=== block 1 ===
==> block_1/clocks.png <==
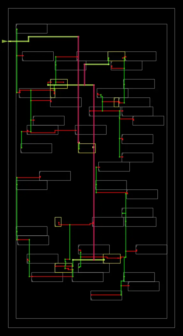

$ cat src/rtl/word_storage_reader.sv
// Streams a full word buffer out byte by byte, then releases it; first byte 2 cycles after full is sampled in IDLE.
// Valid/ready output: the byte register holds while dout_valid && !rd_en, refilled only when free or being consumed.
module word_storage_reader #(
  parameter  int WORD_MAX_LEN = 32,
  parameter  int CNT_WIDTH    = 16,
  localparam int LEN_W        = $clog2(WORD_MAX_LEN + 1),
  localparam int ADDR_W       = (WORD_MAX_LEN > 1) ? $clog2(WORD_MAX_LEN) : 1
) (
  input  logic                 CLK,
  input  logic                 reset,
  input  logic                 full,
  input  logic [LEN_W-1:0]     word_len,
  input  logic [7:0]           st_dout,
  output logic [ADDR_W-1:0]    rd_addr,
  output logic                 set_empty,
  output logic [7:0]           dout,
  output logic                 dout_valid,
  output logic                 dout_last,
  input  logic                 rd_en,
  output logic [CNT_WIDTH-1:0] word_count,
  output logic                 idle
);

  typedef enum logic [1:0] {IDLE, SEND, RELEASE, WAIT_CLR} state_t;

  state_t           state;
  state_t           next_state;
  logic [LEN_W-1:0] len_q;
  logic [LEN_W-1:0] len_in;
  logic             load;
  logic             load_last;

  assign len_in    = (word_len > LEN_W'(WORD_MAX_LEN)) ? LEN_W'(WORD_MAX_LEN) : word_len;
  assign load      = (state == SEND) && (!dout_valid || rd_en);
  assign load_last = load && (LEN_W'(rd_addr) == len_q - LEN_W'(1));

  always_ff @(posedge CLK or posedge reset) begin
    if (reset) begin
      state <= IDLE;
    end else begin
      state <= next_state;
    end
  end

  always_comb begin
    next_state = state;
    case (state)
      IDLE:     if (full) next_state = (len_in == '0) ? RELEASE : SEND;
      SEND:     if (load_last) next_state = RELEASE;
      RELEASE:  next_state = WAIT_CLR;
      WAIT_CLR: if (!full) next_state = IDLE;
      default:  next_state = IDLE;
    endcase
  end

  always_comb begin
    set_empty = (state == RELEASE);
    idle      = (state == IDLE) && !dout_valid;
  end

  // Datapath: read address, output byte register and delivered-word counter.
  always_ff @(posedge CLK or posedge reset) begin
    if (reset) begin
      len_q      <= '0;
      rd_addr    <= '0;
      dout       <= '0;
      dout_valid <= 1'b0;
      dout_last  <= 1'b0;
      word_count <= '0;
    end else begin
      if (state == IDLE && full) begin
        len_q   <= len_in;
        rd_addr <= '0;
      end
      if (load) begin
        dout       <= st_dout;
        dout_valid <= 1'b1;
        dout_last  <= load_last;
        // Parking at 0 after the final byte keeps rd_addr inside the buffer.
        rd_addr    <= load_last ? '0 : rd_addr + ADDR_W'(1);
      end else if (rd_en) begin
        dout_valid <= 1'b0;
      end
      if (state == RELEASE) begin
        word_count <= word_count + CNT_WIDTH'(1);
        rd_addr    <= '0;
      end
    end
  end

endmodule

$ cat config.mk
export PLATFORM = sky130hd
export DESIGN_NAME = word_storage_reader
export DESIGN_NICKNAME = d
export VERILOG_FILES = /design/src/rtl/word_storage_reader.sv
export SDC_FILE = /design/constraint.sdc
export NUM_CORES = 1
export LEC_CHECK = 0
export CAP_MARGIN = 30
export CORE_ASPECT_RATIO = 2
export CORE_MARGIN = 2
export CORE_UTILIZATION = 49
export DETAILED_ROUTE_END_ITERATION = 6
export PLACE_DENSITY = 0.82
export SYNTH_ARGS = -nofsm -noshare
export SYNTH_HDL_FRONTEND = slang
export SYNTH_SLANG_ARGS = --single-unit
$ cat constraint.sdc
create_clock -name CLK -period 2.52 [get_ports CLK]
set_input_delay 0.252 -clock CLK [delete_from_list [all_inputs] [get_ports CLK]]
set_output_delay 0.252 -clock CLK [all_outputs]
set_load 0.01 [all_outputs]
=== block 2 ===
--- src/rtl/acs_compare_sequencer_if.sv ---
// Bundle between the ACS sequencer, its client and the shared subtractor.
// master = client/subtractor side, slave = sequencer side.
interface acs_compare_sequencer_if #(
  parameter int METRIC_W = 2
);
  logic                  start;
  logic [4*METRIC_W-1:0] cand_a;
  logic [4*METRIC_W-1:0] cand_b;
  logic [METRIC_W-1:0]   sub_a;
  logic [METRIC_W-1:0]   sub_b;
  logic                  sub_bin;
  logic                  sub_ge;
  logic                  busy;
  logic [4*METRIC_W-1:0] new_metric;
  logic [3:0]            decision;
  logic                  done;

  modport master (
    output start, cand_a, cand_b, sub_ge,
    input  sub_a, sub_b, sub_bin, busy,
    input  new_metric, decision, done
  );

  modport slave (
    input  start, cand_a, cand_b, sub_ge,
    output sub_a, sub_b, sub_bin, busy,
    output new_metric, decision, done
  );
endinterface

--- src/rtl/acs_compare_sequencer.sv ---
// Viterbi ACS sequencer: one shared subtractor, four states compared
// serially, survivor set normalized and published on done.
module acs_compare_sequencer #(
  parameter int METRIC_W = 2
) (
  input logic                     clk,
  input logic                     rst,
  acs_compare_sequencer_if.slave  bus
);
  localparam int W = METRIC_W;

  typedef enum logic [1:0] {
    IDLE = 2'd0,
    CMP  = 2'd1,
    DONE = 2'd2
  } state_t;

  state_t         state;
  state_t         state_nxt;
  logic [1:0]     idx;
  logic [4*W-1:0] la;
  logic [4*W-1:0] lb;
  logic [4*W-1:0] surv;
  logic [4*W-1:0] nsurv;
  logic [4*W-1:0] norm;
  logic [3:0]     dec;
  logic [3:0]     ndec;
  logic [W-1:0]   ca;
  logic [W-1:0]   cb;
  logic [W-1:0]   sel;
  logic           allmsb;

  always_ff @(posedge clk) begin
    if (rst) state <= IDLE;
    else     state <= state_nxt;
  end

  always_comb begin
    state_nxt = state;
    unique case (state)
      IDLE:    if (bus.start) state_nxt = CMP;
      CMP:     if (idx == 2'd3) state_nxt = DONE;
      DONE:    state_nxt = IDLE;
      default: state_nxt = IDLE;
    endcase
  end

  // Last survivor is merged combinationally so the published set
  // is complete in the same edge that enters DONE.
  always_comb begin
    ca     = la[int'(idx)*W +: W];
    cb     = lb[int'(idx)*W +: W];
    sel    = bus.sub_ge ? cb : ca;
    nsurv  = surv;
    nsurv[int'(idx)*W +: W] = sel;
    ndec   = dec;
    ndec[idx] = bus.sub_ge;
    allmsb = 1'b1;
    for (int s = 0; s < 4; s++)
      allmsb = allmsb & nsurv[s*W+W-1];
    norm = nsurv;
    if (allmsb)
      for (int s = 0; s < 4; s++)
        norm[s*W+W-1] = 1'b0;
  end

  always_ff @(posedge clk) begin
    if (rst) begin
      idx            <= '0;
      la             <= '0;
      lb             <= '0;
      surv           <= '0;
      dec            <= '0;
      bus.new_metric <= '0;
      bus.decision   <= '0;
    end else begin
      if (state == IDLE && bus.start) begin
        la  <= bus.cand_a;
        lb  <= bus.cand_b;
        idx <= '0;
      end
      if (state == CMP) begin
        surv <= nsurv;
        dec  <= ndec;
        idx  <= idx + 2'd1;
        if (idx == 2'd3) begin
          bus.new_metric <= norm;
          bus.decision   <= ndec;
        end
      end
    end
  end

  always_comb begin
    bus.sub_a   = '0;
    bus.sub_b   = '0;
    bus.sub_bin = 1'b0;
    if (state == CMP) begin
      bus.sub_a = ca;
      bus.sub_b = cb;
    end
    bus.busy = (state != IDLE);
    bus.done = (state == DONE);
  end
endmodule

--- src/flat_wrapper.sv ---
// flat-port wrapper written by rule: the top's interface ports become plain ports
module acs_compare_sequencer_flat 
#(
  parameter int METRIC_W = 2
)
  (clk, rst, bus_start, bus_cand_a, bus_cand_b, bus_sub_ge, bus_sub_a, bus_sub_b, bus_sub_bin, bus_busy, bus_new_metric, bus_decision, bus_done);
  acs_compare_sequencer_if #(.METRIC_W(METRIC_W)) bus_i ();
  input logic clk;
  input logic rst;
  input wire logic [$bits(bus_i.start)-1:0] bus_start;
  input wire logic [$bits(bus_i.cand_a)-1:0] bus_cand_a;
  input wire logic [$bits(bus_i.cand_b)-1:0] bus_cand_b;
  input wire logic [$bits(bus_i.sub_ge)-1:0] bus_sub_ge;
  output wire logic [$bits(bus_i.sub_a)-1:0] bus_sub_a;
  output wire logic [$bits(bus_i.sub_b)-1:0] bus_sub_b;
  output wire logic [$bits(bus_i.sub_bin)-1:0] bus_sub_bin;
  output wire logic [$bits(bus_i.busy)-1:0] bus_busy;
  output wire logic [$bits(bus_i.new_metric)-1:0] bus_new_metric;
  output wire logic [$bits(bus_i.decision)-1:0] bus_decision;
  output wire logic [$bits(bus_i.done)-1:0] bus_done;
  assign bus_i.start = bus_start;
  assign bus_i.cand_a = bus_cand_a;
  assign bus_i.cand_b = bus_cand_b;
  assign bus_i.sub_ge = bus_sub_ge;
  assign bus_sub_a = bus_i.sub_a;
  assign bus_sub_b = bus_i.sub_b;
  assign bus_sub_bin = bus_i.sub_bin;
  assign bus_busy = bus_i.busy;
  assign bus_new_metric = bus_i.new_metric;
  assign bus_decision = bus_i.decision;
  assign bus_done = bus_i.done;
  acs_compare_sequencer #(.METRIC_W(METRIC_W)) u_core (.clk(clk), .rst(rst), .bus(bus_i));
endmodule
--- config.mk ---
export PLATFORM = sky130hd
export DESIGN_NAME = acs_compare_sequencer_flat
export DESIGN_NICKNAME = d
export VERILOG_FILES = /design/src/rtl/acs_compare_sequencer_if.sv /design/src/rtl/acs_compare_sequencer.sv /design/src/flat_wrapper.sv
export SDC_FILE = /design/constraint.sdc
export NUM_CORES = 1
export LEC_CHECK = 0
export CAP_MARGIN = 40
export CORE_MARGIN = 2
export CORE_UTILIZATION = 46
export CTS_CLUSTER_SIZE = 14
export DETAILED_ROUTE_END_ITERATION = 16
export PLACE_DENSITY = 0.75
export SYNTH_ARGS = -nofsm -noshare
export SYNTH_HDL_FRONTEND = slang
export SYNTH_SLANG_ARGS = --single-unit
--- constraint.sdc ---
create_clock -name clk -period 2.2 [get_ports clk]
set_clock_uncertainty 0.2 [all_clocks]
set_input_delay 0.66 -clock clk [delete_from_list [all_inputs] [get_ports clk]]
set_output_delay 0.66 -clock clk [all_outputs]
set_load 0.02 [all_outputs]
==> block_2/clocks.png <==
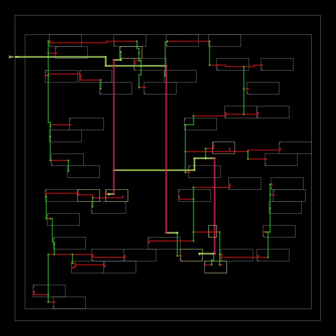
clock latency (worst-skew pair): 300 ps
Flops: 43
TritonCTS Sinks: 43
total CTS buffers: 5
number of clock buffers in the layout: 6

==> block_2/clk_routes.png <==
Bar = 20 microns.
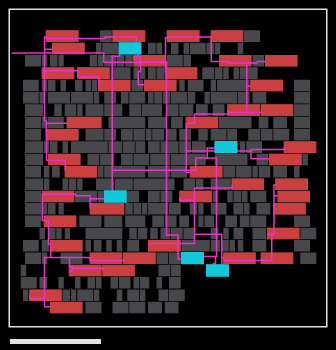
flip-flops: in red, count 43. clock wires: in magenta, length 544 microns. clock drivers: in cyan, count 5.
Position of the flops: spread over the die. There are 6 routed clock nets.
Clock power frac: 30.0%
Clock Power: 0.511 mW

==> flow_summary_export.csv, block 2 <==
group,metric,value,unit
layout,sh_seq_area,29.3,%
final_timing,fmax,432,MHz
final_timing,fin_ws,-115,ps
outcome,status,"finished, violations left",
outcome,violations,"negative setup slack",
floorplan,nWellTaps,50,
grt,grt-ovfl-total,0,
grt,grt_pass1_vias,1715,
setup_path,timing.rr.start,"u_core.idx[1]",
setup_path,path_depth,7,
route,highest_layer,"met4",
final_timing,setup_viol,8,
layout,finalNonFillerCells,357,
power_and_ir_drop,power_leakage,1.14,nW
logic_synthesis,synth_warnings,0,
route,wl_met2,2490,microns
grt,grt_max_degree,20,
layout,largest_class,"logic gates",
logic_synthesis,ys_cells,235,
grt,grt.met3_usage,3.20,%
setup_path,r2r_end,"u_core.bus.new_metric[1]",
setup_path,crit_family,"multiplexers",
grt,busiest_layer,"met2",
layout,logic_gates,165,
job,warning_count,34,
setup_path,startpoint,"u_core.idx[1]",
layout,syn_to_final_growth,48.5,%
setup_path,crit_path_end_kind,"flop",
power_and_ir_drop,power.density,578,mW/mm^2
worst_hold_path,min_path_type,"reg -> reg",
block 2: cells by family after synthesis:
group / count (synthesis) / share of synthesized area [%]
AND/OR/NAND/NOR: 93 / 21.2
AND-OR/OR-AND: 53 / 17.7
flip-flops: 43 / 43.4
buffers and inverters: 27 / 5.74
multiplexers: 11 / 7.44
adder cells (fa/ha/maj): 7 / 4.41
other: 1 / 0.189
block 2: power breakdown:
| part | switching [mW] | internal, mW |
|---|---|---|
| Sequential | 0.0162 | 0.809 |
| Combinational | 0.184 | 0.184 |
| Clock | 0.264 | 0.246 |
| Total | 0.465 | 1.24 |
block 2: what timing repair did:
action,in CTS,in global routing
hold endpoints to repair,0,0
cloned,0,0
pin swaps,17,18
resized,47,19
endpoints found under the setup margin,13,16
buffers inserted,5,6
block 2: sequential cells by signal, indices dropped and copies added, names as in the netlist:
| name | count |
|---|---|
| u_core.bus.decision | 4 |
| u_core.bus.new_metric | 8 |
| u_core.dec | 3 |
| u_core.idx | 2 |
| u_core.la | 8 |
| u_core.lb | 8 |
| u_core.state | 2 |
| u_core.surv | 8 |
==> block_1/flops_by_reg.png <==
Bar = 10 microns.
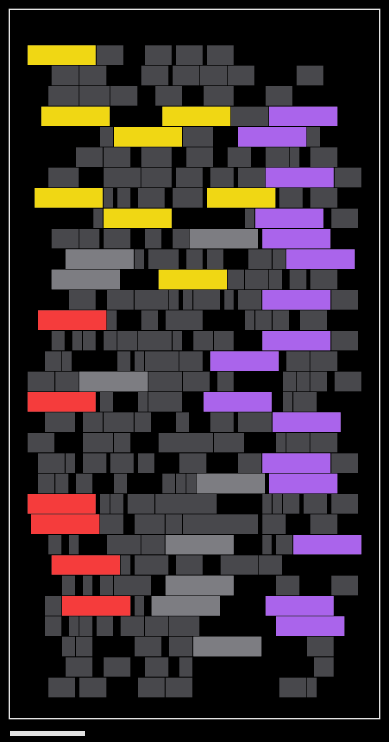
len_q: in red, flops 6. word_count: in purple, flops 16. dout: in yellow, flops 8.
Another 9 sequential cells are not colored.
Seq/total area: 36.7%
fin util: 68.5%
Flop area: 976 sq um

==> block_1/clk_routes.png <==
Bar = 10 microns.
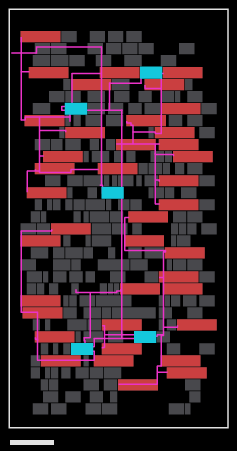
flip-flops: in red, count 39. clock wires: in magenta, length 481 microns. clock drivers: in cyan, count 5.
Position of the flops: spread over the die. There are 6 routed clock nets.
Fin Clk Skew: 5.17 ps
clock latency (worst-skew pair): 290 ps
Clock power frac: 14.5%

About block_1/clocks.png:
Clock Power: 0.403 mW
TritonCTS Sinks: 39
total CTS buffers: 5
Flops: 39

==> flow_summary_export.csv, block 1 <==
group,metric,value,unit
outcome,status,"finished clean",
final_timing,setup_viol,0,
grt,grt.met3_usage,3.96,%
layout,finalNonFillerCells,286,
setup_path,cp-start-kind,"flop",
logic_synthesis,flop_cell,"dfrtp_1",
final_timing,fin_ws,442,ps
clock_network,ctsHoldBuffers,0,
floorplan,chip_area,0.00465,sq mm
logic_synthesis,ys_seq_share,48.7,%
route,viasPerCell,5.35,
power_and_ir_drop,power_leakage,1.15,nW
final_timing,finalSetupTns,0,ps
grt,grt_pass1_vias,1590,
route,highest_layer,"met4",
setup_path,cp.arrival,1830,ps
placement,place_ws,521,ps
layout,design_area,0.00266,sq mm
clock_network,post-cts-setup-buffers,0,
clock_network,htreeDepth,2,
worst_hold_path,min_path_type,"in -> async",
final_timing,worst_pin_slew,682,ps
logic_synthesis,top_area_share,48.7,%
placement,hpwl,3510,microns
layout,comb-cell-share,37.2,%
clock_network,cts-resized-gates,0,
floorplan,fp.dieH,94.4,microns
logic_synthesis,synth_warnings,0,
logic_synthesis,mux_share,6.75,%
logic_synthesis,netlist_instances,177,
placement,placed_cell_area,0.00258,sq mm
clock_network,cts_tree,"yes",
logic_synthesis,ys_seq_elements,39,
layout,drive_gt1_share,11.9,%
route,drtIter0Drc,29,
layout,nets,260,
layout,comb_area,988,sq um
layout,fillers,326,
block 1: through the flow:
stage	hold slack, ps	utilization (%)
2_1_floorplan	400	-
6_report	373	68.5
4_1_cts	384	68.5
3_5_place_dp	480	66.4
3_3_place_gp	475	66.4
5_1_grt	427	68.5
block 1: flip-flops by register name, indices dropped and copies added, names as in the netlist:
name	count
word_count	16
rd_addr	5
dout_last	1
state	2
dout_valid	1
dout	8
len_q	6
block 1: power breakdown:
part | leakage, nW | internal [mW] | switching, mW
Clock | 0.0422 | 0.194 | 0.209
Combinational | 0.604 | 0.725 | 0.655
Sequential | 0.504 | 0.816 | 0.185
Total | 1.15 | 1.74 | 1.05
block 1: path summary, 6_finish.rpt:
kind	cells past startpoint	from	end	slack, ps
hold / removal	3	reset	rd_addr[3]	370
setup / recovery	4	state[1]	idle	440
max in group asynchronous	3	reset	word_count[12]	1790
min in group CLK	2	dout_last	dout_last	490
hold reg to reg	2	dout_last	dout_last	490
setup reg to reg	7	len_q[0]	rd_addr[0]	510
block 1: critical path: stages, from the launching register on:
cell and delay, ps:
dfrtp_1 430, inv_1 120, ha_1 230, nor2b_1 190
clkdlybuf4s50_1 560

==> gallery <==
Wiring by layer.
shot_01.png
Bar = 20 microns. Two of the layers only.
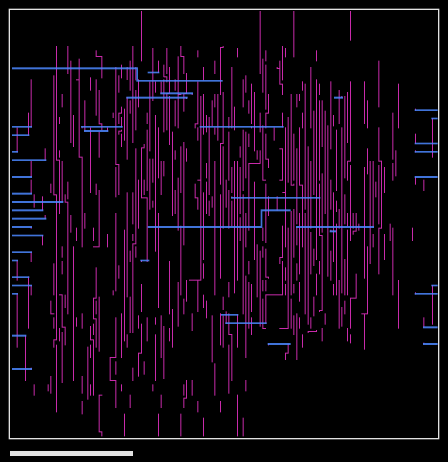
shot_02.png
Bar = 10 microns. Two of the layers only.
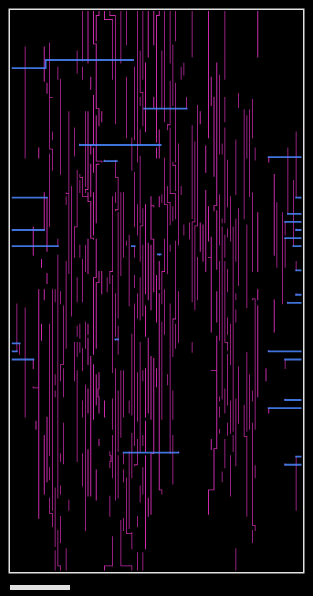
| from | picture |
|---|---|
| block 2 | shot_01.png |
| block 1 | shot_02.png |



==> layout pictures side by side <==
Cells colored by class.
Fill, decap, tap and diode cells in gray.
(a)
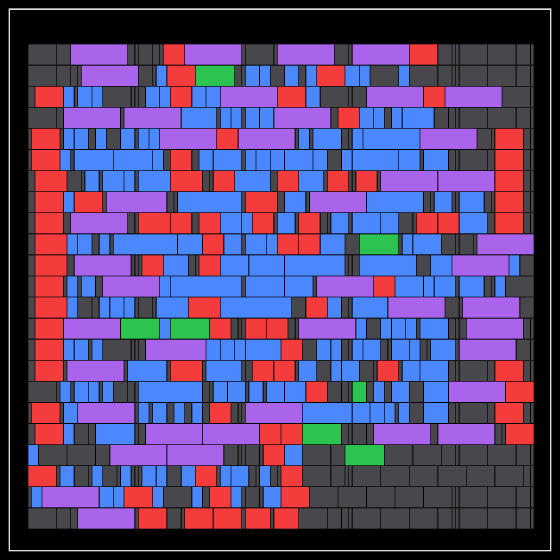
(b)
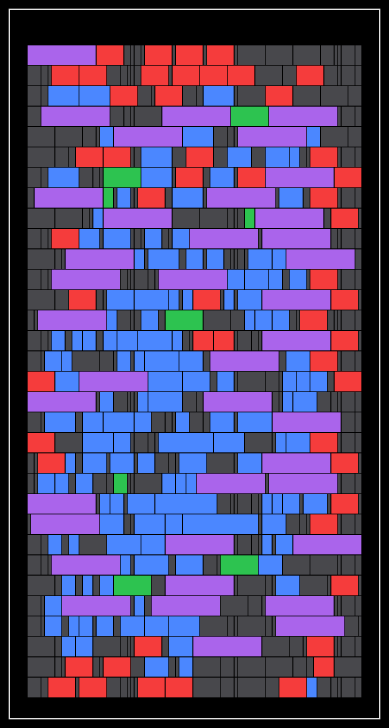
| picture | from |
|---|---|
| (a) | block 2 |
| (b) | block 1 |
- most cells: (a)

No activity file was given, so power comes from the tool's default toggle rates.
